# design 1

**Design 1: clock wires, drivers and flops**

Bar = 20 um.
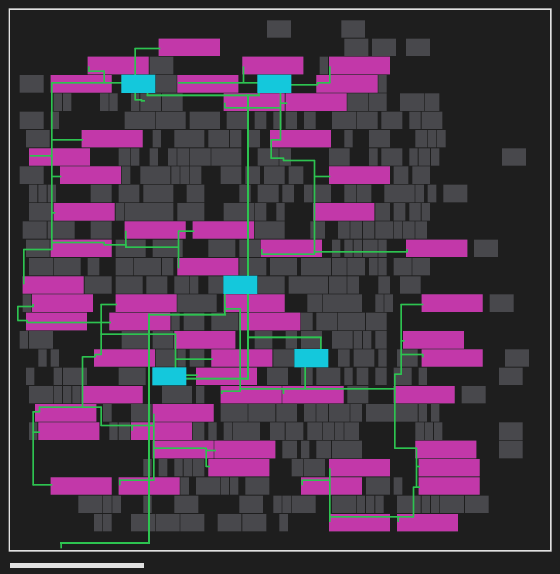

$ cat config.mk
export PLATFORM = sky130hd
export DESIGN_NAME = imem_loader
export DESIGN_NICKNAME = d
export VERILOG_FILES = /design/src/rtl/imem_loader.sv
export SDC_FILE = /design/constraint.sdc
export NUM_CORES = 1
export LEC_CHECK = 0
export CAP_MARGIN = 20
export CORE_UTILIZATION = 50
export DETAILED_ROUTE_END_ITERATION = 8
export PLACE_DENSITY = 0.86
export SLEW_MARGIN = 5
export SYNTH_ARGS = -nofsm -noshare
export SYNTH_HDL_FRONTEND = slang
export SYNTH_SLANG_ARGS = --single-unit
export TNS_END_PERCENT = 50
$ cat constraint.sdc
create_clock -name clk -period 5.75 [get_ports clk]
set_clock_uncertainty 0.2 [all_clocks]
set_input_delay 1.725 -clock clk [delete_from_list [all_inputs] [get_ports clk]]
set_output_delay 1.725 -clock clk [all_outputs]
set_load 0.01 [all_outputs]
$ cat src/rtl/imem_loader.sv
// Byte-stream loader that fills the instruction memory from a framed image.
// Frame: 16-bit big-endian length, payload, and one checksum byte. The CPU is held while the image loads.
module imem_loader #(
    parameter  int MEM_CELL_SIZE  = 8,
    parameter  int INSTR_MEM_SIZE = 256,
    localparam int ADDR_WIDTH     = $clog2(INSTR_MEM_SIZE)
) (
    input  logic                     clk,
    input  logic                     rst,
    input  logic                     start,
    input  logic                     in_valid,
    input  logic [MEM_CELL_SIZE-1:0] in_data,
    output logic                     in_ready,
    output logic                     mem_we,
    output logic [ADDR_WIDTH-1:0]    mem_addr,
    output logic [MEM_CELL_SIZE-1:0] mem_wdata,
    output logic                     cpu_hold,
    output logic                     done,
    output logic                     error,
    output logic [ADDR_WIDTH:0]      bytes_loaded
);

    typedef enum logic [2:0] {
        S_IDLE,
        S_LEN_HI,
        S_LEN_LO,
        S_DATA,
        S_CSUM,
        S_DONE,
        S_ERR
    } state_t;

    localparam logic [15:0]         MAX_LEN = 16'(INSTR_MEM_SIZE);
    localparam logic [ADDR_WIDTH:0] CNT_ONE = (ADDR_WIDTH + 1)'(1);

    state_t                     r_state;
    logic [15:0]                r_len;
    logic [ADDR_WIDTH:0]        r_count;
    logic [MEM_CELL_SIZE-1:0]   r_sum;
    logic                       r_mem_we;
    logic [ADDR_WIDTH-1:0]      r_mem_addr;
    logic [MEM_CELL_SIZE-1:0]   r_mem_wdata;
    logic                       r_cpu_hold;
    logic                       r_done;
    logic                       r_error;

    logic                       w_ready;
    logic                       w_accept;
    logic [15:0]                w_len;
    logic                       w_len_bad;
    logic [ADDR_WIDTH:0]        w_count_next;
    logic [MEM_CELL_SIZE-1:0]   w_sum_next;

    assign w_ready = (r_state == S_LEN_HI) || (r_state == S_LEN_LO) ||
                     (r_state == S_DATA)   || (r_state == S_CSUM);
    assign w_accept = w_ready && in_valid;

    // Length is judged as the low byte arrives, so a bad length never reaches DATA.
    assign w_len        = {r_len[15:8], in_data[7:0]};
    assign w_len_bad    = (w_len == 16'd0) || (w_len > MAX_LEN) || (w_len[1:0] != 2'b00);
    assign w_count_next = r_count + CNT_ONE;
    assign w_sum_next   = r_sum + in_data;

    always_ff @(posedge clk or posedge rst) begin
        if (rst) begin
            r_state     <= S_IDLE;
            r_len       <= '0;
            r_count     <= '0;
            r_sum       <= '0;
            r_mem_we    <= 1'b0;
            r_mem_addr  <= '0;
            r_mem_wdata <= '0;
            r_cpu_hold  <= 1'b0;
            r_done      <= 1'b0;
            r_error     <= 1'b0;
        end else begin
            // NOTE: defaulting the strobe low here makes every write a one-cycle pulse.
            r_mem_we <= 1'b0;
            case (r_state)
                S_IDLE, S_DONE, S_ERR: begin
                    if (start) begin
                        r_state    <= S_LEN_HI;
                        r_done     <= 1'b0;
                        r_error    <= 1'b0;
                        r_count    <= '0;
                        r_sum      <= '0;
                        r_cpu_hold <= 1'b1;
                    end
                end
                S_LEN_HI: begin
                    if (w_accept) begin
                        r_len[15:8] <= in_data[7:0];
                        r_state     <= S_LEN_LO;
                    end
                end
                S_LEN_LO: begin
                    if (w_accept) begin
                        r_len <= w_len;
                        if (w_len_bad) begin
                            r_state <= S_ERR;
                            r_error <= 1'b1;
                        end else begin
                            r_state <= S_DATA;
                        end
                    end
                end
                S_DATA: begin
                    if (w_accept) begin
                        r_mem_we    <= 1'b1;
                        r_mem_addr  <= r_count[ADDR_WIDTH-1:0];
                        r_mem_wdata <= in_data;
                        r_count     <= w_count_next;
                        r_sum       <= w_sum_next;
                        if (16'(w_count_next) == r_len) begin
                            r_state <= S_CSUM;
                        end
                    end
                end
                S_CSUM: begin
                    if (w_accept) begin
                        if (w_sum_next == '0) begin
                            r_state    <= S_DONE;
                            r_done     <= 1'b1;
                            r_cpu_hold <= 1'b0;
                        end else begin
                            r_state <= S_ERR;
                            r_error <= 1'b1;
                        end
                    end
                end
                default: r_state <= S_IDLE;
            endcase
        end
    end

    assign in_ready     = w_ready;
    assign mem_we       = r_mem_we;
    assign mem_addr     = r_mem_addr;
    assign mem_wdata    = r_mem_wdata;
    assign cpu_hold     = r_cpu_hold;
    assign done         = r_done;
    assign error        = r_error;
    assign bytes_loaded = r_count;

endmodule

# design 2

`src/rtl/vga_pkg.sv`:
```
// Shared types and helpers for the VGA pixel output stage: FSM states, the
// RGB565 pixel layout and the RGB565 -> 3x10-bit colour expansion.
package vga_pkg;

  typedef enum logic [1:0] {
    SYNC    = 2'd0,
    ARMED   = 2'd1,
    STREAM  = 2'd2,
    STARVED = 2'd3
  } vga_state_t;

  typedef enum logic [1:0] {
    PIX_BLACK = 2'd0,
    PIX_DATA  = 2'd1,
    PIX_UF    = 2'd2
  } pix_src_t;

  typedef struct packed {
    logic [4:0] r5;
    logic [5:0] g6;
    logic [4:0] b5;
  } rgb565_t;

  // Bit replication keeps full white at 10'h3FF and black at 10'h000.
  function automatic logic [29:0] rgb565_to_rgb30(input rgb565_t c);
    rgb565_to_rgb30 = {c.r5, c.r5, c.g6, c.g6[5:2], c.b5, c.b5};
  endfunction

endpackage

```
`src/rtl/vga_delay_line.sv`:
```
// Fixed-depth shift register; reset loads every stage with an idle pattern so
// the delayed signals come out inactive until real samples have propagated.
module vga_delay_line #(
  parameter int               WIDTH = 1,
  parameter int               DEPTH = 2,
  parameter logic [WIDTH-1:0] INIT  = '0
) (
  input  logic             clk,
  input  logic             rst,
  input  logic [WIDTH-1:0] din,
  output logic [WIDTH-1:0] dout
);

  logic [WIDTH-1:0] stage_r [DEPTH];

  // Shift samples toward the output, flushing to INIT on reset.
  always_ff @(posedge clk) begin
    if (rst) begin
      for (int i = 0; i < DEPTH; i++) begin
        stage_r[i] <= INIT;
      end
    end else begin
      stage_r[0] <= din;
      for (int i = 1; i < DEPTH; i++) begin
        stage_r[i] <= stage_r[i-1];
      end
    end
  end

  assign dout = stage_r[DEPTH-1];

endmodule

```
`src/rtl/vga_pixel_out.sv`:
```
// Pops RGB565 pixels from a FIFO in step with raw VGA timing and drives
// registered 10-bit colour plus matching syncs two cycles later.
module vga_pixel_out #(
  parameter int          HDISP    = 640,
  parameter int          VDISP    = 480,
  parameter logic [15:0] UF_COLOR = 16'hF800
) (
  input  logic        VGA_CLK,
  input  logic        RST,
  input  logic        HS_IN,
  input  logic        VS_IN,
  input  logic        DE_IN,
  input  logic [15:0] FIFO_RDATA,
  input  logic        FIFO_REMPTY,
  output logic        FIFO_READ,
  output logic [9:0]  VGA_R,
  output logic [9:0]  VGA_G,
  output logic [9:0]  VGA_B,
  output logic        VGA_HS,
  output logic        VGA_VS,
  output logic        VGA_BLANK,
  output logic        UNDERFLOW,
  output logic        RESYNC,
  output logic        FRAME_ERR
);

  import vga_pkg::*;

  localparam int             N_PIX   = HDISP * VDISP;
  localparam int             CW      = $clog2(N_PIX + 1);
  localparam logic [CW-1:0]  N_PIX_C = CW'(N_PIX);

  vga_state_t    state_r, state_s;
  pix_src_t      src_r, src_s;
  logic          vs_prev_r;
  logic          vs_fall_s, vs_rise_s, frame_end_s;
  logic          fifo_read_s, starve_s;
  logic [CW-1:0] cnt_r;
  logic [29:0]   rgb_r;
  logic          underflow_r, resync_r, frame_err_r;
  logic [2:0]    tim_q;

  assign vs_fall_s   = vs_prev_r & ~VS_IN;
  assign vs_rise_s   = ~vs_prev_r & VS_IN;
  assign frame_end_s = vs_fall_s & ((state_r == STREAM) | (state_r == STARVED));

  // Next state, FIFO pop and per-pixel colour source; a VS falling edge wins over starvation.
  always_comb begin
    state_s     = state_r;
    fifo_read_s = 1'b0;
    starve_s    = 1'b0;
    src_s       = PIX_BLACK;
    case (state_r)
      SYNC: begin
        if (vs_rise_s && !FIFO_REMPTY) state_s = ARMED;
        else                           state_s = SYNC;
      end
      ARMED: begin
        fifo_read_s = DE_IN & ~FIFO_REMPTY & ~RST;
        if (DE_IN) state_s = STREAM;
        else       state_s = ARMED;
      end
      STREAM: begin
        fifo_read_s = DE_IN & ~FIFO_REMPTY & ~RST;
        if (vs_fall_s) begin
          state_s = ARMED;
        end else if (DE_IN && FIFO_REMPTY) begin
          starve_s = 1'b1;
          state_s  = STARVED;
        end else begin
          state_s = STREAM;
        end
      end
      STARVED: begin
        if (vs_fall_s) state_s = SYNC;
        else           state_s = STARVED;
      end
      default: state_s = SYNC;
    endcase
    if (RST || state_r == SYNC || !DE_IN) src_s = PIX_BLACK;
    else if (fifo_read_s)                 src_s = PIX_DATA;
    else if (state_r == STARVED || starve_s) src_s = PIX_UF;
    else                                  src_s = PIX_BLACK;
  end

  assign FIFO_READ = fifo_read_s;

  // State, frame accounting and the colour stage that waits one cycle for FIFO data.
  always_ff @(posedge VGA_CLK) begin
    if (RST) begin
      state_r     <= SYNC;
      vs_prev_r   <= 1'b1;
      src_r       <= PIX_BLACK;
      rgb_r       <= 30'd0;
      cnt_r       <= '0;
      underflow_r <= 1'b0;
      resync_r    <= 1'b0;
      frame_err_r <= 1'b0;
    end else begin
      state_r     <= state_s;
      vs_prev_r   <= VS_IN;
      src_r       <= src_s;
      underflow_r <= underflow_r | starve_s;
      resync_r    <= vs_fall_s & (state_r == STARVED);
      frame_err_r <= frame_end_s & (cnt_r != N_PIX_C);
      case (src_r)
        PIX_DATA: rgb_r <= rgb565_to_rgb30(rgb565_t'(FIFO_RDATA));
        PIX_UF:   rgb_r <= rgb565_to_rgb30(rgb565_t'(UF_COLOR));
        default:  rgb_r <= 30'd0;
      endcase
      if (state_r == SYNC || frame_end_s) cnt_r <= '0;
      else if (fifo_read_s && cnt_r != N_PIX_C) cnt_r <= cnt_r + CW'(1);
      else cnt_r <= cnt_r;
    end
  end

  vga_delay_line #(
    .WIDTH (3),
    .DEPTH (2),
    .INIT  (3'b110)
  ) u_timing_dly (
    .clk  (VGA_CLK),
    .rst  (RST),
    .din  ({HS_IN, VS_IN, DE_IN}),
    .dout (tim_q)
  );

  assign VGA_HS    = tim_q[2];
  assign VGA_VS    = tim_q[1];
  assign VGA_BLANK = tim_q[0];
  assign VGA_R     = rgb_r[29:20];
  assign VGA_G     = rgb_r[19:10];
  assign VGA_B     = rgb_r[9:0];
  assign UNDERFLOW = underflow_r;
  assign RESYNC    = resync_r;
  assign FRAME_ERR = frame_err_r;

endmodule
```
`config.mk`:
```
export PLATFORM = sky130hd
export DESIGN_NAME = vga_pixel_out
export DESIGN_NICKNAME = d
export VERILOG_FILES = /design/src/rtl/vga_pkg.sv /design/src/rtl/vga_delay_line.sv /design/src/rtl/vga_pixel_out.sv
export SDC_FILE = /design/constraint.sdc
export NUM_CORES = 1
export LEC_CHECK = 0
export ABC_AREA = 1
export CAP_MARGIN = 10
export CORE_ASPECT_RATIO = 1.4
export CORE_MARGIN = 2
export CORE_UTILIZATION = 45
export DETAILED_ROUTE_END_ITERATION = 6
export HOLD_SLACK_MARGIN = 0.08
export PLACE_DENSITY_LB_ADDON = 0.12
export SYNTH_ARGS = -nofsm -noshare
export SYNTH_HDL_FRONTEND = slang
export SYNTH_HIERARCHICAL = 1
export SYNTH_SLANG_ARGS = --single-unit
```
`constraint.sdc`:
```
create_clock -name VGA_CLK -period 1.5 [get_ports VGA_CLK]
set_clock_uncertainty 0.1 [all_clocks]
set_input_delay 0.45 -clock VGA_CLK [delete_from_list [all_inputs] [get_ports VGA_CLK]]
set_output_delay 0.45 -clock VGA_CLK [all_outputs]
set_load 0.01 [all_outputs]
```
# design 3

File: config.mk
export PLATFORM = sky130hd
export DESIGN_NAME = fp_add_controller_flat
export DESIGN_NICKNAME = d
export VERILOG_FILES = /design/src/rtl/fp_add_controller_if.sv /design/src/rtl/fp_add_controller.sv /design/src/flat_wrapper.sv
export SDC_FILE = /design/constraint.sdc
export NUM_CORES = 1
export LEC_CHECK = 0
export ABC_AREA = 1
export CORE_UTILIZATION = 35
export CTS_CLUSTER_DIAMETER = 50
export DETAILED_ROUTE_END_ITERATION = 16
export GPL_TIMING_DRIVEN = 0
export PLACE_DENSITY = 0.57
export SYNTH_ARGS = -nofsm -noshare
export SYNTH_HDL_FRONTEND = slang
export SYNTH_SLANG_ARGS = --single-unit
File: constraint.sdc
create_clock -name clk -period 6.9 [get_ports clk]
set_input_delay 1.38 -clock clk [delete_from_list [all_inputs] [get_ports clk]]
set_output_delay 1.38 -clock clk [all_outputs]
set_load 0.005 [all_outputs]
File: src/rtl/fp_add_controller_if.sv
// Handshake and data bundle for the single-precision add/sub sequencer.
//
// Handshake semantics (both sides):
//   A transfer happens on a rising clk edge where valid && ready are both high.
//   Input side: the producer drives in_valid/op_a/op_b/sub. in_ready is high only
//   while the controller is idle. Operands are captured on the transfer edge and
//   need not be held afterwards. in_valid while in_ready is low is ignored.
//   Output side: out_valid rises with result/flags already stable. All three hold
//   until the edge where out_ready is sampled high. out_valid then drops and the
//   controller goes back to idle.
//
// state_dbg mirrors the FSM state encoding:
//   0 IDLE, 1 ALIGN, 2 ADD, 3 NORM, 4 OUT.
interface fp_add_controller_if;
  logic        in_valid;
  logic        in_ready;
  logic [31:0] op_a;
  logic [31:0] op_b;
  logic        sub;
  logic        out_valid;
  logic        out_ready;
  logic [31:0] result;
  logic [2:0]  flags;
  logic        busy;
  logic [2:0]  state_dbg;

  modport master (
    output in_valid, op_a, op_b, sub, out_ready,
    input  in_ready, out_valid, result, flags, busy, state_dbg
  );

  modport slave (
    input  in_valid, op_a, op_b, sub, out_ready,
    output in_ready, out_valid, result, flags, busy, state_dbg
  );
endinterface

File: src/rtl/fp_add_controller.sv
// Multi-cycle IEEE-754 single-precision add/sub sequencer.
// IDLE -> ALIGN -> ADD -> NORM (1+k cycles) -> OUT -> IDLE.
// NaN/inf operands go straight from IDLE to OUT.
// Denormals are flushed to zero. Rounding is toward zero: the guard bits are dropped at pack time.
module fp_add_controller #(
  parameter int EXP_W  = 8,
  parameter int MANT_W = 28,
  parameter int FRAC_W = 23
) (
  input  logic                clk,
  input  logic                rst,
  fp_add_controller_if.slave  bus
);

  localparam int W     = 1 + EXP_W + FRAC_W;
  localparam int GUARD = MANT_W - 1 - FRAC_W;

  localparam logic [EXP_W-1:0]  EXP_MAX  = '1;
  localparam logic [EXP_W-1:0]  EXP_ONE  = EXP_W'(1);
  localparam logic [EXP_W-1:0]  DIFF_LIM = EXP_W'(MANT_W);
  localparam logic [MANT_W-1:0] QNAN_M   = {2'b01, {(MANT_W-2){1'b0}}};

  typedef enum logic [2:0] {
    S_IDLE  = 3'd0,
    S_ALIGN = 3'd1,
    S_ADD   = 3'd2,
    S_NORM  = 3'd3,
    S_OUT   = 3'd4
  } state_t;

  state_t state_q, state_d;

  // Latched operands (B sign already adjusted for subtraction)
  logic              a_sign_q, b_sign_q;
  logic [EXP_W-1:0]  a_exp_q, b_exp_q;
  logic [FRAC_W-1:0] a_frac_q, b_frac_q;

  // Working datapath
  logic              sign_q, sign_y_q;
  logic [EXP_W-1:0]  exp_q;
  logic [MANT_W-1:0] m_q, mx_q, my_q;
  logic [2:0]        flags_q;

  // Output registers
  logic [W-1:0]      result_q;
  logic [2:0]        res_flags_q;
  logic              out_valid_q;

  // ---------------------------------------------------------------------------
  // Operand decode at the input port (used only on the accept edge)
  // ---------------------------------------------------------------------------
  logic              a_sign_in, b_sign_in;
  logic [EXP_W-1:0]  a_exp_in, b_exp_in;
  logic [FRAC_W-1:0] a_frac_in, b_frac_in;
  logic              a_nan, b_nan, a_inf, b_inf;
  logic              special_in, spec_invalid, spec_sign;

  assign a_sign_in = bus.op_a[W-1];
  assign a_exp_in  = bus.op_a[W-2 -: EXP_W];
  assign a_frac_in = bus.op_a[FRAC_W-1:0];
  assign b_sign_in = bus.op_b[W-1] ^ bus.sub;
  assign b_exp_in  = bus.op_b[W-2 -: EXP_W];
  assign b_frac_in = bus.op_b[FRAC_W-1:0];

  assign a_nan = (a_exp_in == EXP_MAX) && (a_frac_in != '0);
  assign b_nan = (b_exp_in == EXP_MAX) && (b_frac_in != '0);
  assign a_inf = (a_exp_in == EXP_MAX) && (a_frac_in == '0);
  assign b_inf = (b_exp_in == EXP_MAX) && (b_frac_in == '0);

  assign special_in   = (a_exp_in == EXP_MAX) || (b_exp_in == EXP_MAX);
  assign spec_invalid = a_nan || b_nan || (a_inf && b_inf && (a_sign_in != b_sign_in));
  assign spec_sign    = a_inf ? a_sign_in : b_sign_in;

  // ---------------------------------------------------------------------------
  // ALIGN: pick the larger magnitude as X and shift Y right, with a sticky bit
  // ---------------------------------------------------------------------------
  logic [FRAC_W-1:0] a_frac_f, b_frac_f;
  logic [MANT_W-1:0] ma, mb;
  logic              a_is_x;
  logic              x_sign, y_sign;
  logic [EXP_W-1:0]  x_exp, y_exp, exp_diff;
  logic [MANT_W-1:0] mx_raw, my_raw, lost_mask, my_al;

  assign a_frac_f = (a_exp_q == '0) ? '0 : a_frac_q;
  assign b_frac_f = (b_exp_q == '0) ? '0 : b_frac_q;
  assign ma       = (a_exp_q == '0) ? '0 : {1'b1, a_frac_q, {GUARD{1'b0}}};
  assign mb       = (b_exp_q == '0) ? '0 : {1'b1, b_frac_q, {GUARD{1'b0}}};
  assign a_is_x   = {a_exp_q, a_frac_f} >= {b_exp_q, b_frac_f};

  // Operand swap and alignment shift with sticky collection
  always_comb begin
    x_sign    = a_is_x ? a_sign_q : b_sign_q;
    y_sign    = a_is_x ? b_sign_q : a_sign_q;
    x_exp     = a_is_x ? a_exp_q  : b_exp_q;
    y_exp     = a_is_x ? b_exp_q  : a_exp_q;
    mx_raw    = a_is_x ? ma : mb;
    my_raw    = a_is_x ? mb : ma;
    exp_diff  = x_exp - y_exp;
    lost_mask = '0;
    my_al     = '0;
    if (exp_diff >= DIFF_LIM) begin
      my_al = {{(MANT_W-1){1'b0}}, |my_raw};
    end else begin
      lost_mask = ~({MANT_W{1'b1}} << exp_diff);
      my_al     = (my_raw >> exp_diff) | {{(MANT_W-1){1'b0}}, |(my_raw & lost_mask)};
    end
  end

  // ---------------------------------------------------------------------------
  // ADD / NORM helpers
  // ---------------------------------------------------------------------------
  logic [MANT_W:0]   sum;
  logic [MANT_W-1:0] diff_m;
  logic [EXP_W-1:0]  exp_inc;
  logic              same_sign, add_ovf, norm_exit;

  assign sum       = {1'b0, mx_q} + {1'b0, my_q};
  assign diff_m    = mx_q - my_q;
  assign exp_inc   = exp_q + EXP_ONE;
  assign same_sign = (sign_q == sign_y_q);
  assign add_ovf   = same_sign && sum[MANT_W] && (exp_inc == EXP_MAX);
  // Exit when zero, already normalised, or one more shift would reach exponent 0
  assign norm_exit = (m_q == '0) || m_q[MANT_W-1] || (exp_q <= EXP_ONE);

  // ---------------------------------------------------------------------------
  // FSM
  // ---------------------------------------------------------------------------
  // State register
  always_ff @(posedge clk or posedge rst) begin
    if (rst) state_q <= S_IDLE;
    else     state_q <= state_d;
  end

  // Next-state decode
  always_comb begin
    state_d = state_q;
    case (state_q)
      S_IDLE:  if (bus.in_valid) state_d = special_in ? S_OUT : S_ALIGN;
      S_ALIGN: state_d = S_ADD;
      S_ADD:   state_d = add_ovf ? S_OUT : S_NORM;
      S_NORM:  if (norm_exit) state_d = S_OUT;
      S_OUT:   if (out_valid_q && bus.out_ready) state_d = S_IDLE;
      default: state_d = S_IDLE;
    endcase
  end

  // Datapath registers, advanced according to the current state
  always_ff @(posedge clk or posedge rst) begin
    if (rst) begin
      a_sign_q    <= 1'b0;
      b_sign_q    <= 1'b0;
      a_exp_q     <= '0;
      b_exp_q     <= '0;
      a_frac_q    <= '0;
      b_frac_q    <= '0;
      sign_q      <= 1'b0;
      sign_y_q    <= 1'b0;
      exp_q       <= '0;
      m_q         <= '0;
      mx_q        <= '0;
      my_q        <= '0;
      flags_q     <= '0;
      result_q    <= '0;
      res_flags_q <= '0;
      out_valid_q <= 1'b0;
    end else begin
      case (state_q)
        S_IDLE: begin
          if (bus.in_valid) begin
            a_sign_q <= a_sign_in;
            b_sign_q <= b_sign_in;
            a_exp_q  <= a_exp_in;
            b_exp_q  <= b_exp_in;
            a_frac_q <= a_frac_in;
            b_frac_q <= b_frac_in;
            flags_q  <= '0;
            if (special_in) begin
              // Canonical quiet NaN is positive with only the top fraction bit set
              sign_q  <= spec_invalid ? 1'b0 : spec_sign;
              exp_q   <= EXP_MAX;
              m_q     <= spec_invalid ? QNAN_M : '0;
              flags_q <= {spec_invalid, 2'b00};
            end
          end
        end
        S_ALIGN: begin
          sign_q   <= x_sign;
          sign_y_q <= y_sign;
          exp_q    <= x_exp;
          mx_q     <= mx_raw;
          my_q     <= my_al;
        end
        S_ADD: begin
          if (same_sign) begin
            if (sum[MANT_W]) begin
              exp_q <= exp_inc;
              if (exp_inc == EXP_MAX) begin
                m_q        <= '0;
                flags_q[1] <= 1'b1;
              end else begin
                m_q <= {1'b1, sum[MANT_W-1:1]};
              end
            end else begin
              m_q <= sum[MANT_W-1:0];
            end
          end else begin
            m_q <= diff_m;
          end
        end
        S_NORM: begin
          if (m_q == '0) begin
            sign_q <= 1'b0;
            exp_q  <= '0;
          end else if (m_q[MANT_W-1]) begin
            exp_q <= exp_q;
          end else if (exp_q <= EXP_ONE) begin
            exp_q      <= '0;
            m_q        <= '0;
            flags_q[0] <= 1'b1;
          end else begin
            m_q   <= m_q << 1;
            exp_q <= exp_q - EXP_ONE;
          end
        end
        S_OUT: begin
          // First OUT cycle packs the result, later cycles hold it until taken
          if (!out_valid_q) begin
            result_q    <= {sign_q, exp_q, m_q[MANT_W-2 -: FRAC_W]};
            res_flags_q <= flags_q;
            out_valid_q <= 1'b1;
          end else if (bus.out_ready) begin
            out_valid_q <= 1'b0;
          end
        end
        default: out_valid_q <= 1'b0;
      endcase
    end
  end

  assign bus.in_ready  = (state_q == S_IDLE);
  assign bus.busy      = (state_q != S_IDLE);
  assign bus.out_valid = out_valid_q;
  assign bus.result    = result_q;
  assign bus.flags     = res_flags_q;
  assign bus.state_dbg = state_q;

endmodule

File: src/flat_wrapper.sv
// flat-port wrapper written by rule: the top's interface ports become plain ports
module fp_add_controller_flat 
#(
  parameter int EXP_W  = 8,
  parameter int MANT_W = 28,
  parameter int FRAC_W = 23
)
  (clk, rst, bus_in_valid, bus_op_a, bus_op_b, bus_sub, bus_out_ready, bus_in_ready, bus_out_valid, bus_result, bus_flags, bus_busy, bus_state_dbg);
  fp_add_controller_if bus_i ();
  input  logic clk;
  input  logic rst;
  input wire logic [$bits(bus_i.in_valid)-1:0] bus_in_valid;
  input wire logic [$bits(bus_i.op_a)-1:0] bus_op_a;
  input wire logic [$bits(bus_i.op_b)-1:0] bus_op_b;
  input wire logic [$bits(bus_i.sub)-1:0] bus_sub;
  input wire logic [$bits(bus_i.out_ready)-1:0] bus_out_ready;
  output wire logic [$bits(bus_i.in_ready)-1:0] bus_in_ready;
  output wire logic [$bits(bus_i.out_valid)-1:0] bus_out_valid;
  output wire logic [$bits(bus_i.result)-1:0] bus_result;
  output wire logic [$bits(bus_i.flags)-1:0] bus_flags;
  output wire logic [$bits(bus_i.busy)-1:0] bus_busy;
  output wire logic [$bits(bus_i.state_dbg)-1:0] bus_state_dbg;
  assign bus_i.in_valid = bus_in_valid;
  assign bus_i.op_a = bus_op_a;
  assign bus_i.op_b = bus_op_b;
  assign bus_i.sub = bus_sub;
  assign bus_i.out_ready = bus_out_ready;
  assign bus_in_ready = bus_i.in_ready;
  assign bus_out_valid = bus_i.out_valid;
  assign bus_result = bus_i.result;
  assign bus_flags = bus_i.flags;
  assign bus_busy = bus_i.busy;
  assign bus_state_dbg = bus_i.state_dbg;
  fp_add_controller #(.EXP_W(EXP_W), .MANT_W(MANT_W), .FRAC_W(FRAC_W)) u_core (.clk(clk), .rst(rst), .bus(bus_i));
endmodule
# design 4

$ cat config.mk
export PLATFORM = sky130hd
export DESIGN_NAME = sm83_bus_unit
export DESIGN_NICKNAME = d
export VERILOG_FILES = /design/src/rtl/sm83_pkg.sv /design/src/rtl/sm83_addr_mux.sv /design/src/rtl/sm83_bus_unit.sv
export SDC_FILE = /design/constraint.sdc
export NUM_CORES = 1
export LEC_CHECK = 0
export CORE_UTILIZATION = 34
export CTS_BUF_LIST = sky130_fd_sc_hd__clkbuf_8
export CTS_CLUSTER_SIZE = 16
export DETAILED_ROUTE_END_ITERATION = 10
export GPL_TIMING_DRIVEN = 0
export MAX_ROUTING_LAYER = met4
export PLACE_DENSITY = 0.79
export SETUP_SLACK_MARGIN = 0.4
export SLEW_MARGIN = 10
export SYNTH_ARGS = -nofsm -noshare
export SYNTH_HDL_FRONTEND = slang
export SYNTH_SLANG_ARGS = --single-unit
export TNS_END_PERCENT = 50
$ cat constraint.sdc
create_clock -name clk -period 1.7 [get_ports clk]
set_clock_uncertainty 0.15 [all_clocks]
set_input_delay 0.34 -clock clk [delete_from_list [all_inputs] [get_ports clk]]
set_output_delay 0.34 -clock clk [all_outputs]
set_load 0.005 [all_outputs]
$ cat src/rtl/sm83_pkg.sv
// Shared types and constants for the SM83 memory bus unit.
// Consumed by sm83_addr_mux and sm83_bus_unit.
package sm83_pkg;

    typedef enum logic [2:0] {
        ADDR_PC   = 3'd0,
        ADDR_GP16 = 3'd1,
        ADDR_WZ   = 3'd2,
        ADDR_FF_C = 3'd3,
        ADDR_NONE = 3'd4
    } addr_sel_t;

    typedef enum logic {
        BUS_IDLE = 1'b0,
        BUS_BUSY = 1'b1
    } bus_state_t;

    // Value returned for a read that never got an acknowledge.
    localparam logic [7:0] BUS_OPEN_DATA = 8'hFF;

endpackage

$ cat src/rtl/sm83_addr_mux.sv
// Combinational address source select for the bus unit.
// addr_valid is low when the sequencer requests no memory access.
module sm83_addr_mux
    import sm83_pkg::*;
(
    input  addr_sel_t   addr_sel,
    input  logic [15:0] pc,
    input  logic [15:0] gp16,
    input  logic [15:0] wz,
    input  logic [7:0]  c_reg,
    output logic [15:0] addr,
    output logic        addr_valid
);

    always_comb begin
        addr       = 16'h0000;
        addr_valid = 1'b1;
        case (addr_sel)
            ADDR_PC:   addr = pc;
            ADDR_GP16: addr = gp16;
            ADDR_WZ:   addr = wz;
            ADDR_FF_C: addr = {8'hFF, c_reg};
            default:   addr_valid = 1'b0;
        endcase
    end

endmodule

$ cat src/rtl/sm83_bus_unit.sv
// SM83 memory bus unit: turns sequencer strobes into a registered req/ack access.
// Optional bus timeout is compiled in with SM83_BUS_TIMEOUT_EN.
module sm83_bus_unit
    import sm83_pkg::*;
#(
    parameter int TIMEOUT_CYCLES = 16
) (
    input  logic        clk,
    input  logic        rst_n,
    input  addr_sel_t   addr_sel,
    input  logic        rd_en,
    input  logic        wr_en,
    input  logic [7:0]  wdata,
    input  logic [15:0] pc,
    input  logic [15:0] gp16,
    input  logic [15:0] wz,
    input  logic [7:0]  c_reg,
    output logic [7:0]  rdata,
    output logic        rdata_valid,
    output logic        stall,
    output logic        mem_req,
    output logic        mem_we,
    output logic [15:0] mem_addr,
    output logic [7:0]  mem_wdata,
    input  logic [7:0]  mem_rdata,
    input  logic        mem_ack,
    output logic        bus_err,
    output bus_state_t  state_dbg
);

    // Handshake: mem_req rises the cycle after the strobe and stays high with
    // we/addr/wdata stable until a cycle in which mem_ack=1; that cycle completes
    // the access and mem_req is low the next cycle. mem_ack is ignored while
    // mem_req=0.

    bus_state_t  state, state_next;
    logic [15:0] sel_addr;
    logic        sel_valid;
    logic        start;
    logic        busy;
    logic        timeout_hit;
    logic [15:0] addr_q;
    logic        we_q;
    logic [7:0]  wdata_q;
    logic [7:0]  rdata_q;

    sm83_addr_mux u_addr_mux (
        .addr_sel   (addr_sel),
        .pc         (pc),
        .gp16       (gp16),
        .wz         (wz),
        .c_reg      (c_reg),
        .addr       (sel_addr),
        .addr_valid (sel_valid)
    );

    assign busy  = (state == BUS_BUSY);
    assign start = (state == BUS_IDLE) && (rd_en || wr_en) && sel_valid;

`ifdef SM83_BUS_TIMEOUT_EN
    localparam int CNT_W = $clog2(TIMEOUT_CYCLES + 1);

    logic [CNT_W-1:0] to_cnt;
    logic             err_q;

    // to_cnt counts unacknowledged BUSY cycles; an ack in the limit cycle wins.
    assign timeout_hit = busy && !mem_ack && (to_cnt == CNT_W'(TIMEOUT_CYCLES));

    always_ff @(posedge clk or negedge rst_n) begin
        if (!rst_n) begin
            to_cnt <= '0;
            err_q  <= 1'b0;
        end else begin
            if (start || (busy && (mem_ack || timeout_hit))) begin
                to_cnt <= '0;
            end else if (busy) begin
                to_cnt <= to_cnt + 1'b1;
            end
            if (timeout_hit) begin
                err_q <= 1'b1;
            end
        end
    end

    assign bus_err = err_q;
`else
    assign timeout_hit = 1'b0;
    // TIMEOUT_CYCLES only matters when the timeout logic is compiled in.
    assign bus_err     = 1'b0 && (TIMEOUT_CYCLES >= 1);
`endif

    always_ff @(posedge clk or negedge rst_n) begin
        if (!rst_n) begin
            state   <= BUS_IDLE;
            addr_q  <= 16'h0000;
            we_q    <= 1'b0;
            wdata_q <= 8'h00;
            rdata_q <= 8'h00;
        end else begin
            state <= state_next;
            if (start) begin
                addr_q  <= sel_addr;
                we_q    <= wr_en;
                wdata_q <= wdata;
            end
            if (busy && mem_ack && !we_q) begin
                rdata_q <= mem_rdata;
            end else if (timeout_hit && !we_q) begin
                rdata_q <= BUS_OPEN_DATA;
            end
        end
    end

    always_comb begin
        state_next  = state;
        stall       = 1'b0;
        rdata_valid = 1'b0;
        rdata       = rdata_q;
        case (state)
            BUS_IDLE: begin
                if (start) begin
                    stall      = 1'b1;
                    state_next = BUS_BUSY;
                end
            end
            BUS_BUSY: begin
                stall = !(mem_ack || timeout_hit);
                if (mem_ack) begin
                    state_next = BUS_IDLE;
                    if (!we_q) begin
                        rdata_valid = 1'b1;
                        rdata       = mem_rdata;
                    end
                end else if (timeout_hit) begin
                    state_next = BUS_IDLE;
                    if (!we_q) begin
                        rdata_valid = 1'b1;
                        rdata       = BUS_OPEN_DATA;
                    end
                end
            end
            default: state_next = BUS_IDLE;
        endcase
    end

    assign mem_req   = busy;
    assign mem_we    = we_q;
    assign mem_addr  = addr_q;
    assign mem_wdata = wdata_q;
    assign state_dbg = state;

endmodule

**Design 1: met2 routing**

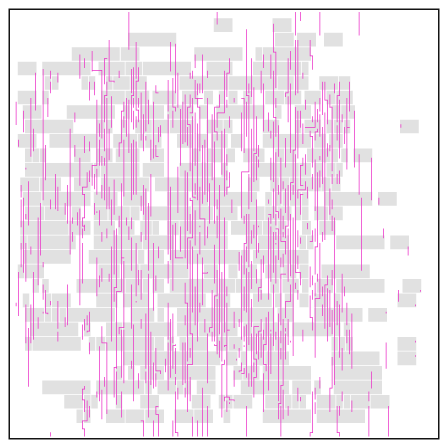
share of all routed wire: 48%
nets with wire on the layer: 314
main direction: vertical
GR met2 Demand/Resource: 36.61%
total vias in the final route: 2423
WL final: 6.604 mm

## Picture notes: 'clock wires, drivers and flops' of design 1
legend:
  green:
    item: clock wires
    length: 610 um
  magenta:
    item: flip-flops
    count: 56
  cyan:
    item: cells driving clock nets
    count: 5
flops lie: all over the die
routed clock nets: 6
Worst-Skew Late Latency: 0.32 ns

==> flow_summary.ini, design 1 <==
; physical design summary
[layout]
seq_share_pct = 39.07
design.seq.count = 56
area_growth_pct = 16.88
nFillCells = 508
num-nonclk-inverters = 6
lay_top_count = nand2_1
largest_reg_flops = 16
antenna_cells = 0
bufAreaShareNonClock_pct = 12.07
lay_top_cells = 67 x nand2_1, 56 x dfrtp_1, 41 x clkdlybuf4s50_1
top_register = r_len
instances_no_fill = 421
largest_class = combinational gates
comb_share_pct = 43.08
num-nets-final = 366

[logic_synthesis]
syn_area_um2 = 3069
syn_area_per_cell_um2 = 9.837
synthArstFlopShare_pct = 100.0
synth_xor_xnor_area_share_pct = 7.053
fa_ha_area_share_pct = 3.914
ys_seq_share_pct = 45.66
ys.flop_type = dfrtp_1
yosys_warnings = 0
ys.flops = 56
mux_area_share_pct = 6.196

[critical_path]
cp.depth = 9
crit_type = in -> reg
r2r_cells = 6
crit_path_top_delay_cell = or4_1
endpoint_kind = register
r2r_start = bytes_loaded[0]$_DFFE_PP0P_

[final_timing]
slew_headroom_pct = 48.87
setup-tns-final_ns = 0
finalHoldViolCount = 0
timing.hold.ws_ns = 0.2816
drv_slew = 0
setup_slack_ns = 1.353
period_minus_slack_ns = 4.397

[floorplan]
die_area_um2 = 6455
core_um2 = 5921
ioPinCount = 42

[drt]
dr.max_layer_used = met4
drt_iter0_drc = 204
drt-met1-wl_mm = 3.137
drc = 0

[clocking]
cts_num_sinks = 56
clockBufferDepth = 2
ctsHtreeMaxLevel = 2

[outcome]
status = finished, final reports clean

[placed_design]
dp_hpwl_mm = 4.597
portBuffers = 41

[grt]
antenna_found_initial = 0
busiest_layer = met2
grt_pass1_vias = 2359
use_met1_pct = 31.50

[min_path]
worstHoldEndpoint = mem_addr[6]$_DFFE_PP0P_
min_path_cells = 2
-- design 1: cells in the mapped netlist, types with 2 or more instances --
cell type	instances
nand3_1	8
a311oi_1	2
nor4_1	3
nor2_1	18
a31oi_1	4
and3_1	2
or4_1	2
nand2b_1	2
o21ai_1	2
nor3_1	3
buf_2	5
o41ai_1	4
a21oi_1	8
a22o_1	6
xnor2_1	9
or3_1	3
a211oi_2	2
nand2_1	67
buf_6	3
dfrtp_1	56
xor2_1	12
mux2_2	16
clkbuf_1	8
o21bai_1	3
inv_1	6
ha_1	8
nor2b_1	2
o21ai_0	20
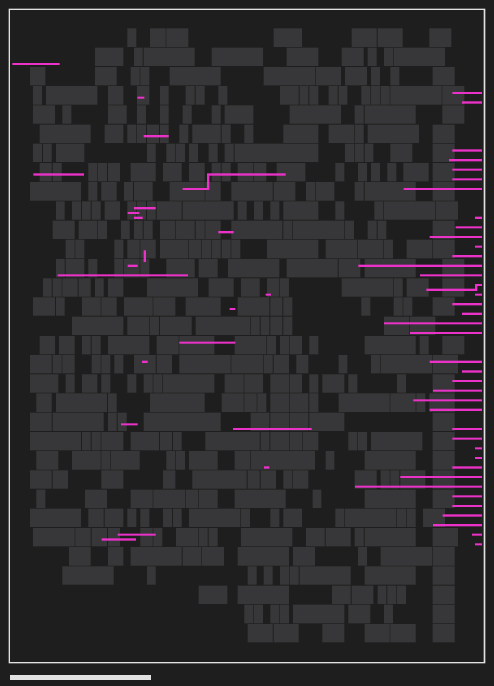
**Above:** design 2 (signal wires on met3).
Bar = 20 um.
longest straight run: 18.2 um
wire length on this layer: 307 um
share of all routed wire: 5.1%
main direction: horizontal
total vias in the final route: 2341
M3 GR Usage: 3.645%
WL final: 6.065 mm

==> flow_summary.ini, design 2 <==
; physical design summary
[outcome]
status = finished, violations left
violations = setup timing

[logic_synthesis]
logic_family = simple AND/OR/NAND/NOR gates
ys_sh_aoi_pct = 6.487
syn_area_um2 = 2507
synth_xor_xnor_area_share_pct = 2.794
ys_sh_simple_pct = 33.48
yosys_warnings = 6

[drt]
viasPerCell = 4.778
drc = 0
wire_per_inst_um = 12.38

[grt]
busiest_layer = met2
antenna_found_initial = 0
use_met1_pct = 20.26
grt_pass1_vias = 2194

[final_timing]
setup_slack_ns = -0.4015
period_used_pct = 126.8
finalHoldViolCount = 0
timing.hold.ws_ns = 0.3115
period_minus_slack_ns = 1.902
setup_viol = 21
setup-tns-final_ns = -6.719

[layout]
top_register = cnt_r
largest_class = combinational gates
num-nonclk-inverters = 45
nFillCells = 490
instances_no_fill = 490
comb_share_pct = 37.42
seq_share_pct = 27.95
antenna_cells = 0
bufAreaShareNonClock_pct = 23.16
flop_area_um2 = 985.9
num-nets-final = 451
lay_top_count = nand2_1
comb_area_um2 = 1320
largestRegisters = cnt_r (19), rgb_r (16), u_timing_dly/stage_r (6)

[floorplan]
core_um2 = 5445
ioPinCount = 59
tap_cells = 68

[critical_path]
crit_path_top_delay_cell = dfxtp_2
cp_max_fo = 2
critPathLaunch = state_r[1]$_SDFF_PP0_
critPathBufInv = 3
cp.arrival_ns = 1.35

[clocking]
cts_num_sinks = 49

[min_path]
worstHoldEndpoint = u_timing_dly/stage_r[0][4]$_SDFF_PP1_
hp-start = u_timing_dly/stage_r[0][1]$_SDFF_PP1_

[placed_design]
dp_hpwl_mm = 4.066
gp_congestion = 0.9102
placed_cells = 472
-- design 2: cell usage after synthesis (all sizes together) --
master | count | area [um2]
nand3 | 14 | 80.08
nand2 | 101 | 417.9
xnor2 | 3 | 26.28
dfxtp | 49 | 980.9
nand4 | 9 | 56.30
clkbuf | 3 | 11.26
a21oi | 15 | 112.6
o22ai | 1 | 6.260
nor2 | 61 | 256.5
clkinv | 3 | 12.51
nor3 | 3 | 15.01
o21ai | 8 | 43.79
inv | 41 | 156.4
or2 | 1 | 6.260
nor3b | 1 | 7.510
buf | 21 | 173.9
xor2 | 5 | 43.79
ha | 8 | 100.1
**Design 4: routing congestion**

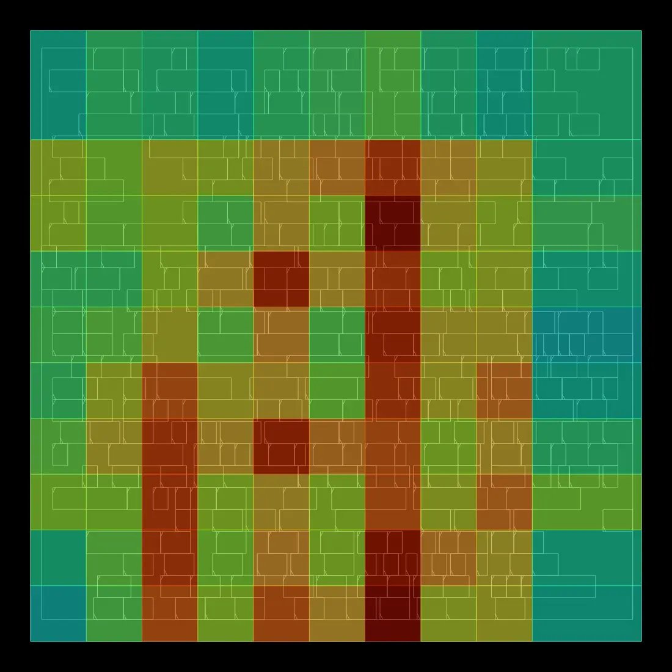
GR met2 Demand/Resource: 36.41%
met1 usage: 29.57%
final core occ: 68.75%
WL/cell: 16.11 um
GRT Util Overall: 23.03%

==> flow_summary.ini, design 4 <==
; physical design summary
[outcome]
status = finished, violations left
violations = hold timing, setup timing

[logic_synthesis]
synth_top_cell_by_area = dfrtp_1
synth_top_area_share_pct = 46.20

[floorplan]
die_h_um = 75.60

[final_timing]
setup_viol = 12
timing.hold.ws_ns = -0.02225
setup_slack_ns = -0.4126
rsz0062_at_grt = yes
finalHoldViolCount = 34

[clocking]
cts_tree = yes

[drt]
drt_iter0_drc = 74
num_vias = 1922

[critical_path]
crit_type = reg -> out
path_cells = nand3b_1 -> buf_6 -> buf_4 -> mux2_2 -> buf_2
## design 4: registers in the layout, summed over array words and instances (netlist names)
name	cells
mem_addr	16
mem_req	1
mem_we	1
rdata_q	8
mem_wdata	8
## design 4: metrics by stage
stage / cells / utilization [%]
4_1_cts: 384 / 67.08
2_1_floorplan: 157 / -
3_3_place_gp: 343 / 60.09
5_1_grt: 389 / 68.75
3_5_place_dp: 343 / 59.99
6_report: 389 / 68.75
**Design 3: signal wires on met3**

Bar = 50 um.
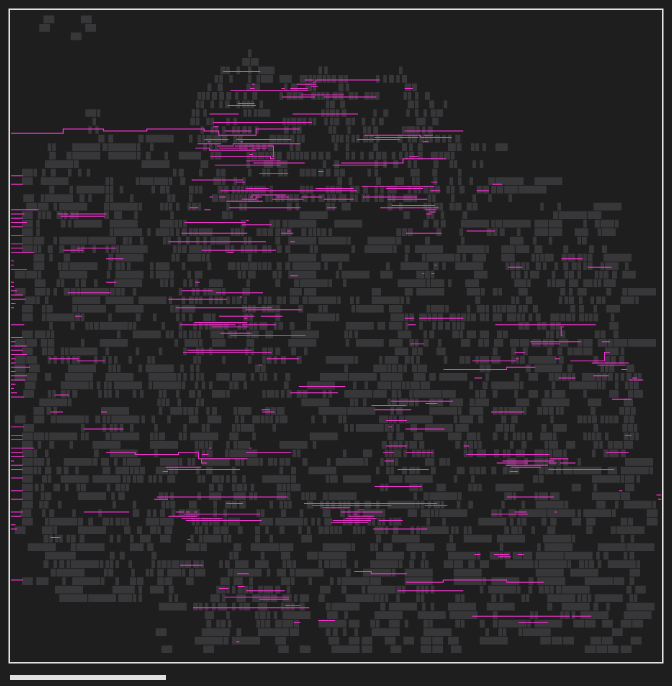
share of all routed wire: 5.2%
nets with wire on the layer: 243
longest straight run: 43.2 um
total vias in the final route: 15.25k
WL final: 52.63 mm

==> flow_summary.ini, design 3 <==
; physical design summary
[layout]
clkCellAreaFrac_pct = 3.165
comb_area_um2 = 8514
nonClockBufferCount = 206
design.seq.count = 196
flop_area_um2 = 4905

[min_path]
hold_class = reg -> reg
worstHoldEndpoint = u_core.b_frac_q[17]$_DFFE_PP0P_

[logic_synthesis]
synth_xor_xnor_area_share_pct = 2.519
ys_cells = 2164
common_cells = 598 x nand2_1, 274 x inv_1, 226 x o21ai_0, 196 x dfrtp_1, 128 x nand3_1
ys.flop_type = dfrtp_1
mux_area_share_pct = 0.06716

[drt]
viasPerCell = 5.359
wire_per_inst_um = 18.49

[outcome]
status = finished, final reports clean

[clocking]
cts_tree = yes
cts.repair.resized = 0

[placed_design]
gp_congestion = 0.9912

[final_timing]
setup_slack_ns = 0.9629
period_minus_slack_ns = 5.937
max_freq_ghz = 0.1684
drv_slew = 0

[grt]
busiest_layer = met2
grt_use_met3_pct = 2.340
grt_pass1_vias = 14410

[critical_path]
r2r_cells = 33
crit_type = reg -> reg

[floorplan]
rows = 75
die_area_um2 = 43410

[run]
tool_warnings = 52
## design 3: sequential cells by signal, indices dropped and copies added (netlist names)
signal / count
u_core.a_exp_q: 8
u_core.a_frac_q: 23
u_core.a_sign_q: 1
u_core.b_exp_q: 8
u_core.b_frac_q: 23
u_core.b_sign_q: 1
u_core.bus.flags: 3
u_core.bus.out_valid: 1
u_core.bus.result: 32
u_core.bus.state_dbg: 3
u_core.exp_q: 8
u_core.flags_q: 3
u_core.m_q: 28
u_core.mx_q: 24
u_core.my_q: 28
u_core.sign_q: 1
u_core.sign_y_q: 1

==> screenshots <==
Clock wires, drivers and flops.
panel A
Bar = 20 um.
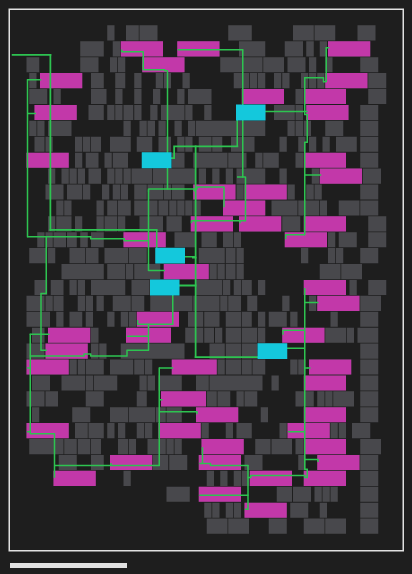
panel B
Bar = 20 um.
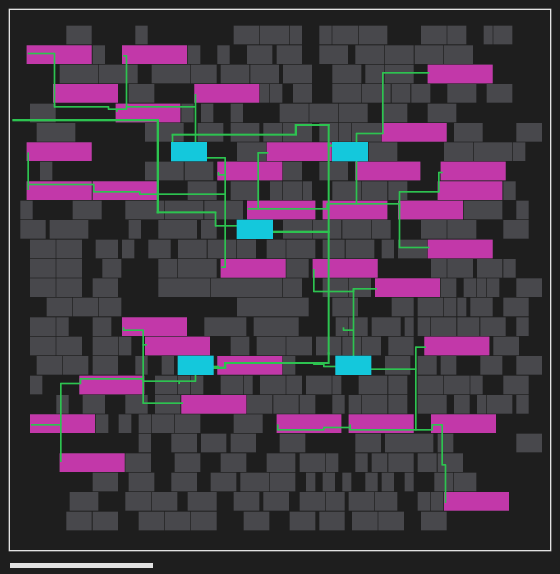
panel C
Bar = 50 um.
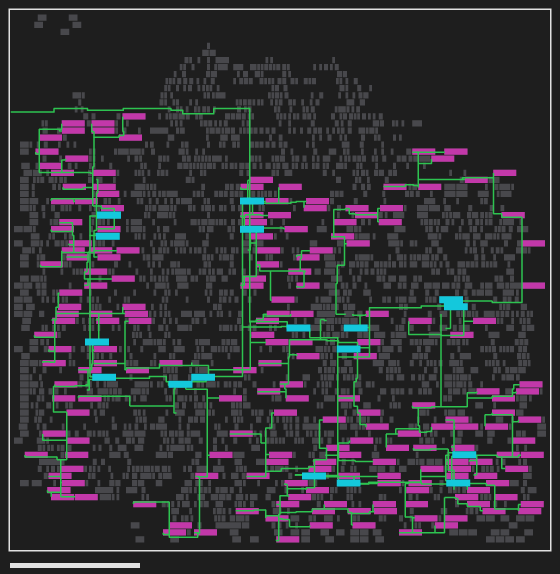
Panel C comes from design 3.
Panel B comes from design 4.
Panel A comes from design 2.
Of these, most sequential cells: panel C
Of these, largest die: panel C

Key to panel B:
legend:
  cyan:
    item: cells driving clock nets
    count: 5
  green:
    item: clock wires
    length: 466 um
  magenta:
    item: flip-flops
    count: 34
flops lie: all over the die


# design 5

**Design 5: routing congestion**

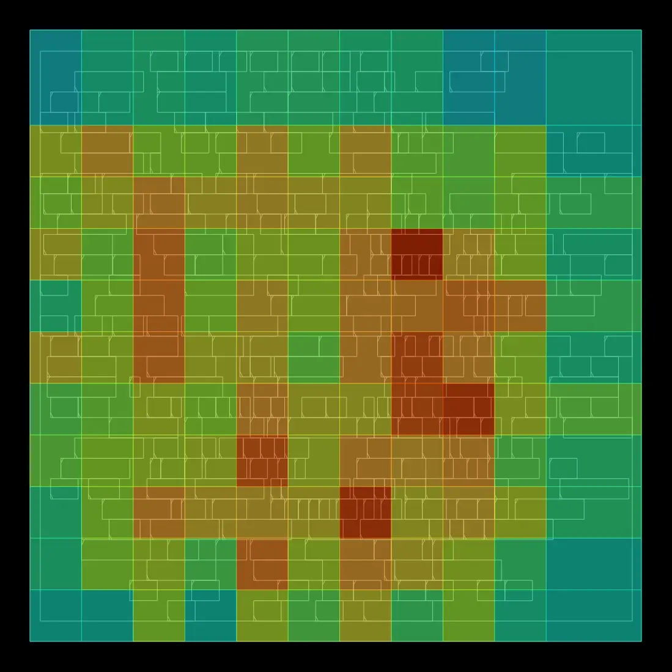
**Design 5: signal wires on met3**

Bar = 20 um.
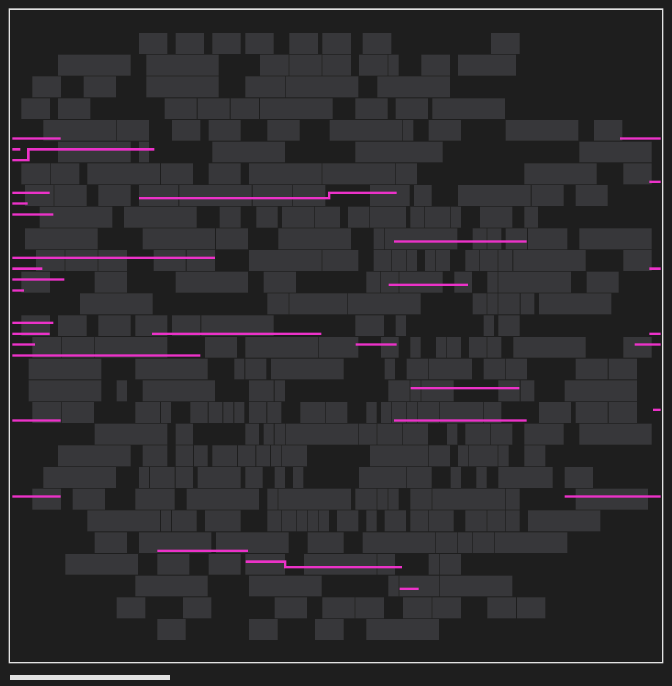
--- src/rtl/cam_pixel_assembler.sv ---
// Camera byte-pair assembler: samples the pclk-synchronous camera bus under VSYNC/HREF,
// converts RGB565 byte pairs to RGB444 pixels and reports coordinates, frame/line markers and framing errors.
module cam_pixel_assembler #(
  parameter int unsigned H_PIXELS = 640,
  parameter int unsigned V_LINES  = 480,
  parameter int unsigned XW       = 10,
  parameter int unsigned YW       = 9
) (
  input  logic          pclk,
  input  logic          rst,
  input  logic          VSYNC,
  input  logic          HREF,
  input  logic [7:0]    pshdta,
  output logic [11:0]   PixParaBus,
  output logic          Wrtcmplt,
  output logic [XW-1:0] pix_x,
  output logic [YW-1:0] pix_y,
  output logic          frame_start,
  output logic          line_end,
  output logic          frame_err
);

  localparam logic [XW-1:0] X_MAX = XW'(H_PIXELS);
  localparam logic [YW-1:0] Y_MAX = YW'(V_LINES);

  typedef enum logic [2:0] {
    S_SYNC,
    S_BLANK,
    S_LINE_WAIT,
    S_BYTE_HI,
    S_BYTE_LO
  } state_t;

  state_t        r_state, w_state;
  logic [7:0]    r_b1, w_b1;
  logic [XW-1:0] r_x, w_x;
  logic [YW-1:0] r_y, w_y;
  logic [11:0]   r_pix, w_pix;
  logic [XW-1:0] r_px, w_px;
  logic [YW-1:0] r_py, w_py;
  logic          r_wr, w_wr;
  logic          r_fs, w_fs;
  logic          r_le, w_le;
  logic          r_err, w_err;
  logic          w_y_full;

  assign w_y_full = (r_y == Y_MAX);

  // Next-state and next-output logic; LINE_WAIT doubles as "expect high byte".
  always_comb begin
    w_state = r_state;
    w_b1    = r_b1;
    w_x     = r_x;
    w_y     = r_y;
    w_pix   = r_pix;
    w_px    = r_px;
    w_py    = r_py;
    w_wr    = 1'b0;
    w_fs    = 1'b0;
    w_le    = 1'b0;
    w_err   = r_err;
    case (r_state)
      S_SYNC: begin
        if (VSYNC) w_state = S_BLANK;
      end
      S_BLANK: begin
        if (!VSYNC) begin
          w_state = S_LINE_WAIT;
          w_fs    = 1'b1;
          w_err   = 1'b0;
          w_x     = '0;
          w_y     = '0;
        end
      end
      S_LINE_WAIT, S_BYTE_HI: begin
        if (VSYNC) begin
          w_state = S_BLANK;
        end else if (HREF) begin
          w_b1    = pshdta;
          w_state = S_BYTE_LO;
          if (w_y_full) w_err = 1'b1;
        end else if (r_state == S_BYTE_HI) begin
          if (r_x != '0) begin
            w_le = 1'b1;
            w_y  = r_y + YW'(1);
          end
          w_x     = '0;
          w_state = S_LINE_WAIT;
        end
      end
      S_BYTE_LO: begin
        if (VSYNC) begin
          w_state = S_BLANK;
          w_err   = 1'b1;
        end else if (HREF) begin
          w_state = S_BYTE_HI;
          if (w_y_full || (r_x == X_MAX)) begin
            w_err = 1'b1;
          end else begin
            w_pix = {r_b1[7:4], r_b1[2:0], pshdta[7], pshdta[4:1]};
            w_wr  = 1'b1;
            w_px  = r_x;
            w_py  = r_y;
            w_x   = r_x + XW'(1);
          end
        end else begin
          // Odd byte count: the pending high byte is dropped.
          w_err = 1'b1;
          if (r_x != '0) begin
            w_le = 1'b1;
            w_y  = r_y + YW'(1);
          end
          w_x     = '0;
          w_state = S_LINE_WAIT;
        end
      end
      default: w_state = S_SYNC;
    endcase
  end

  always_ff @(posedge pclk or posedge rst) begin
    if (rst) begin
      r_state <= S_SYNC;
      r_b1    <= '0;
      r_x     <= '0;
      r_y     <= '0;
      r_pix   <= '0;
      r_px    <= '0;
      r_py    <= '0;
      r_wr    <= 1'b0;
      r_fs    <= 1'b0;
      r_le    <= 1'b0;
      r_err   <= 1'b0;
    end else begin
      r_state <= w_state;
      r_b1    <= w_b1;
      r_x     <= w_x;
      r_y     <= w_y;
      r_pix   <= w_pix;
      r_px    <= w_px;
      r_py    <= w_py;
      r_wr    <= w_wr;
      r_fs    <= w_fs;
      r_le    <= w_le;
      r_err   <= w_err;
    end
  end

  assign PixParaBus  = r_pix;
  assign Wrtcmplt    = r_wr;
  assign pix_x       = r_px;
  assign pix_y       = r_py;
  assign frame_start = r_fs;
  assign line_end    = r_le;
  assign frame_err   = r_err;

endmodule

--- config.mk ---
export PLATFORM = sky130hd
export DESIGN_NAME = cam_pixel_assembler
export DESIGN_NICKNAME = d
export VERILOG_FILES = /design/src/rtl/cam_pixel_assembler.sv
export SDC_FILE = /design/constraint.sdc
export NUM_CORES = 1
export LEC_CHECK = 0
export ABC_AREA = 0
export CAP_MARGIN = 20
export CORE_MARGIN = 1
export CORE_UTILIZATION = 45
export DETAILED_ROUTE_END_ITERATION = 8
export PLACE_DENSITY = 0.68
export SETUP_SLACK_MARGIN = 0.05
export SLEW_MARGIN = 15
export SYNTH_ARGS = -nofsm -noshare
export SYNTH_HDL_FRONTEND = slang
export SYNTH_SLANG_ARGS = --single-unit
export TNS_END_PERCENT = 10
--- constraint.sdc ---
create_clock -name pclk -period 2.4 [get_ports pclk]
set_input_delay 0.48 -clock pclk [delete_from_list [all_inputs] [get_ports pclk]]
set_output_delay 0.48 -clock pclk [all_outputs]
set_load 0.005 [all_outputs]
==> flow_summary.ini <==
; physical design summary
[logic_synthesis]
area_leaders = dfrtp_1 56%, mux2_2 15%, nand2_1 2.1%
syn_nets = 249
synth_top_area_share_pct = 55.99
ys.flop_type = dfrtp_1
ys_cells = 233
ys_area_um2 = 2860
yosysUniqueCellTypes = 44
synthArstFlopShare_pct = 100.0
ys_seq_share_pct = 55.99
yosys_warnings = 0
synth_top_cell_by_count = dfrtp_1

[critical_path]
cp.arrival_ns = 2.36
crit_family = buffers and inverters
setup.worst_path.end = PixParaBus[0]$_DFFE_PP0P_
worstPathRequired_ns = 2.63
crit_top_cell = buf_4
cp_max_fo = 7
critPathBufInv = 4

[final_timing]
slew_headroom_pct = 66.00
setup_viol = 0
worstMarginPinSlew_ns = 0.5095
setup-tns-final_ns = 0
finalHoldViolCount = 0
timing.hold.ws_ns = 0.4539
rsz0062_at_grt = no
setup_slack_ns = 0.2723

[power]
power_switching_share_pct = 23.51
p_total_mw = 2.404
ir_drop_mv = 0.5491
p_switching_mw = 0.5650
powerSeq_mw = 1.21
p_per_area_nw_per_um2 = 639.7
combinationalPower_mw = 0.282
top_power_group = sequential cells
leakage_nw = 1.714

[floorplan]
ioPinCount = 47
tap_cells = 75
die_w_um = 81.73

[layout]
logic_gate_count = 152
nFillCells = 478
comb_share_pct = 31.47
largest_class = sequential cells
antenna_cells = 0
area_growth_pct = 31.36
clkCellAreaFrac_pct = 5.261

[placed_design]
dp_hpwl_mm = 4.022
placed_cells = 366
dp_slack_ns = 0.03321

[clocking]
cts_tree = yes
cts_num_sinks = 64

[grt]
grt_pass1_wl_mm = 9.328
use_met1_pct = 25.70
grt_pass1_vias = 1946
grt_use_met2_pct = 28.02

[drt]
wl_met2_mm = 2.605
drc = 0
firstDrtPassIters = 4
ant_nets = 0

[run]
tool_warnings = 28

[outcome]
status = finished, final reports clean
## Picture notes: 'routing congestion' of design 5
gr busiest metal: met2
WL/cell: 14.53 um

## Picture notes: 'signal wires on met3' of design 5
main direction: horizontal
nets with wire on the layer: 26
M3 GR Usage: 7.333%
total vias in the final route: 2049

timing repair:
| item | in CTS | in global routing |
|---|---|---|
| gates resized | 0 | 3 |
| endpoints found under the setup margin | 0 | 31 |
| setup buffers | 0 | 1 |
layout by cell type (no fill, tap or decap), drive strengths merged, types with 4 or more instances in the layout:
cell type	n
dfrtp	64
clkdlybuf4s50	46
mux2	39
buf	18
nand2	16
nor2	16
inv	12
a21oi	11
clkbuf	11
nand4	6
o21ai	5
nand3	5
xor2	5
ha	4


==> gallery <==
Routed metal, one colour a layer.
Plate I
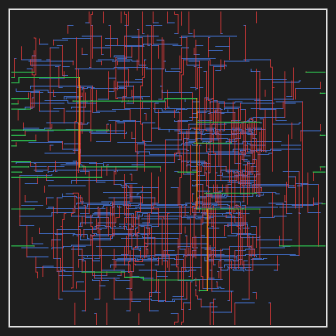
Plate II
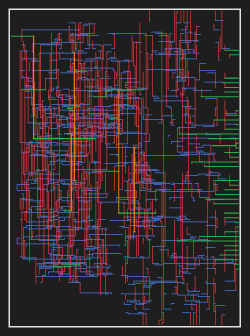
Plate III
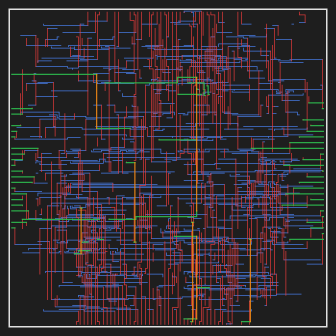
Plate IV
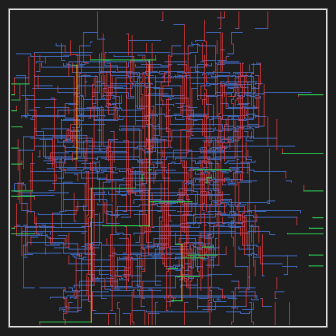
Plate V
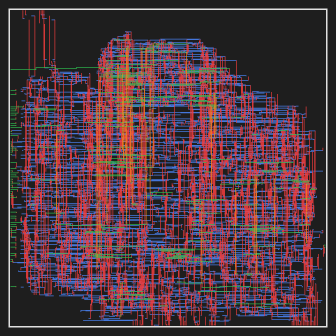
Plate I is design 5.
Plate IV is design 1.
Plate III is design 4.
Plate V is design 3.
Plate II is design 2.
- most wire: Plate V

Power is estimated from default activity; no workload was simulated.
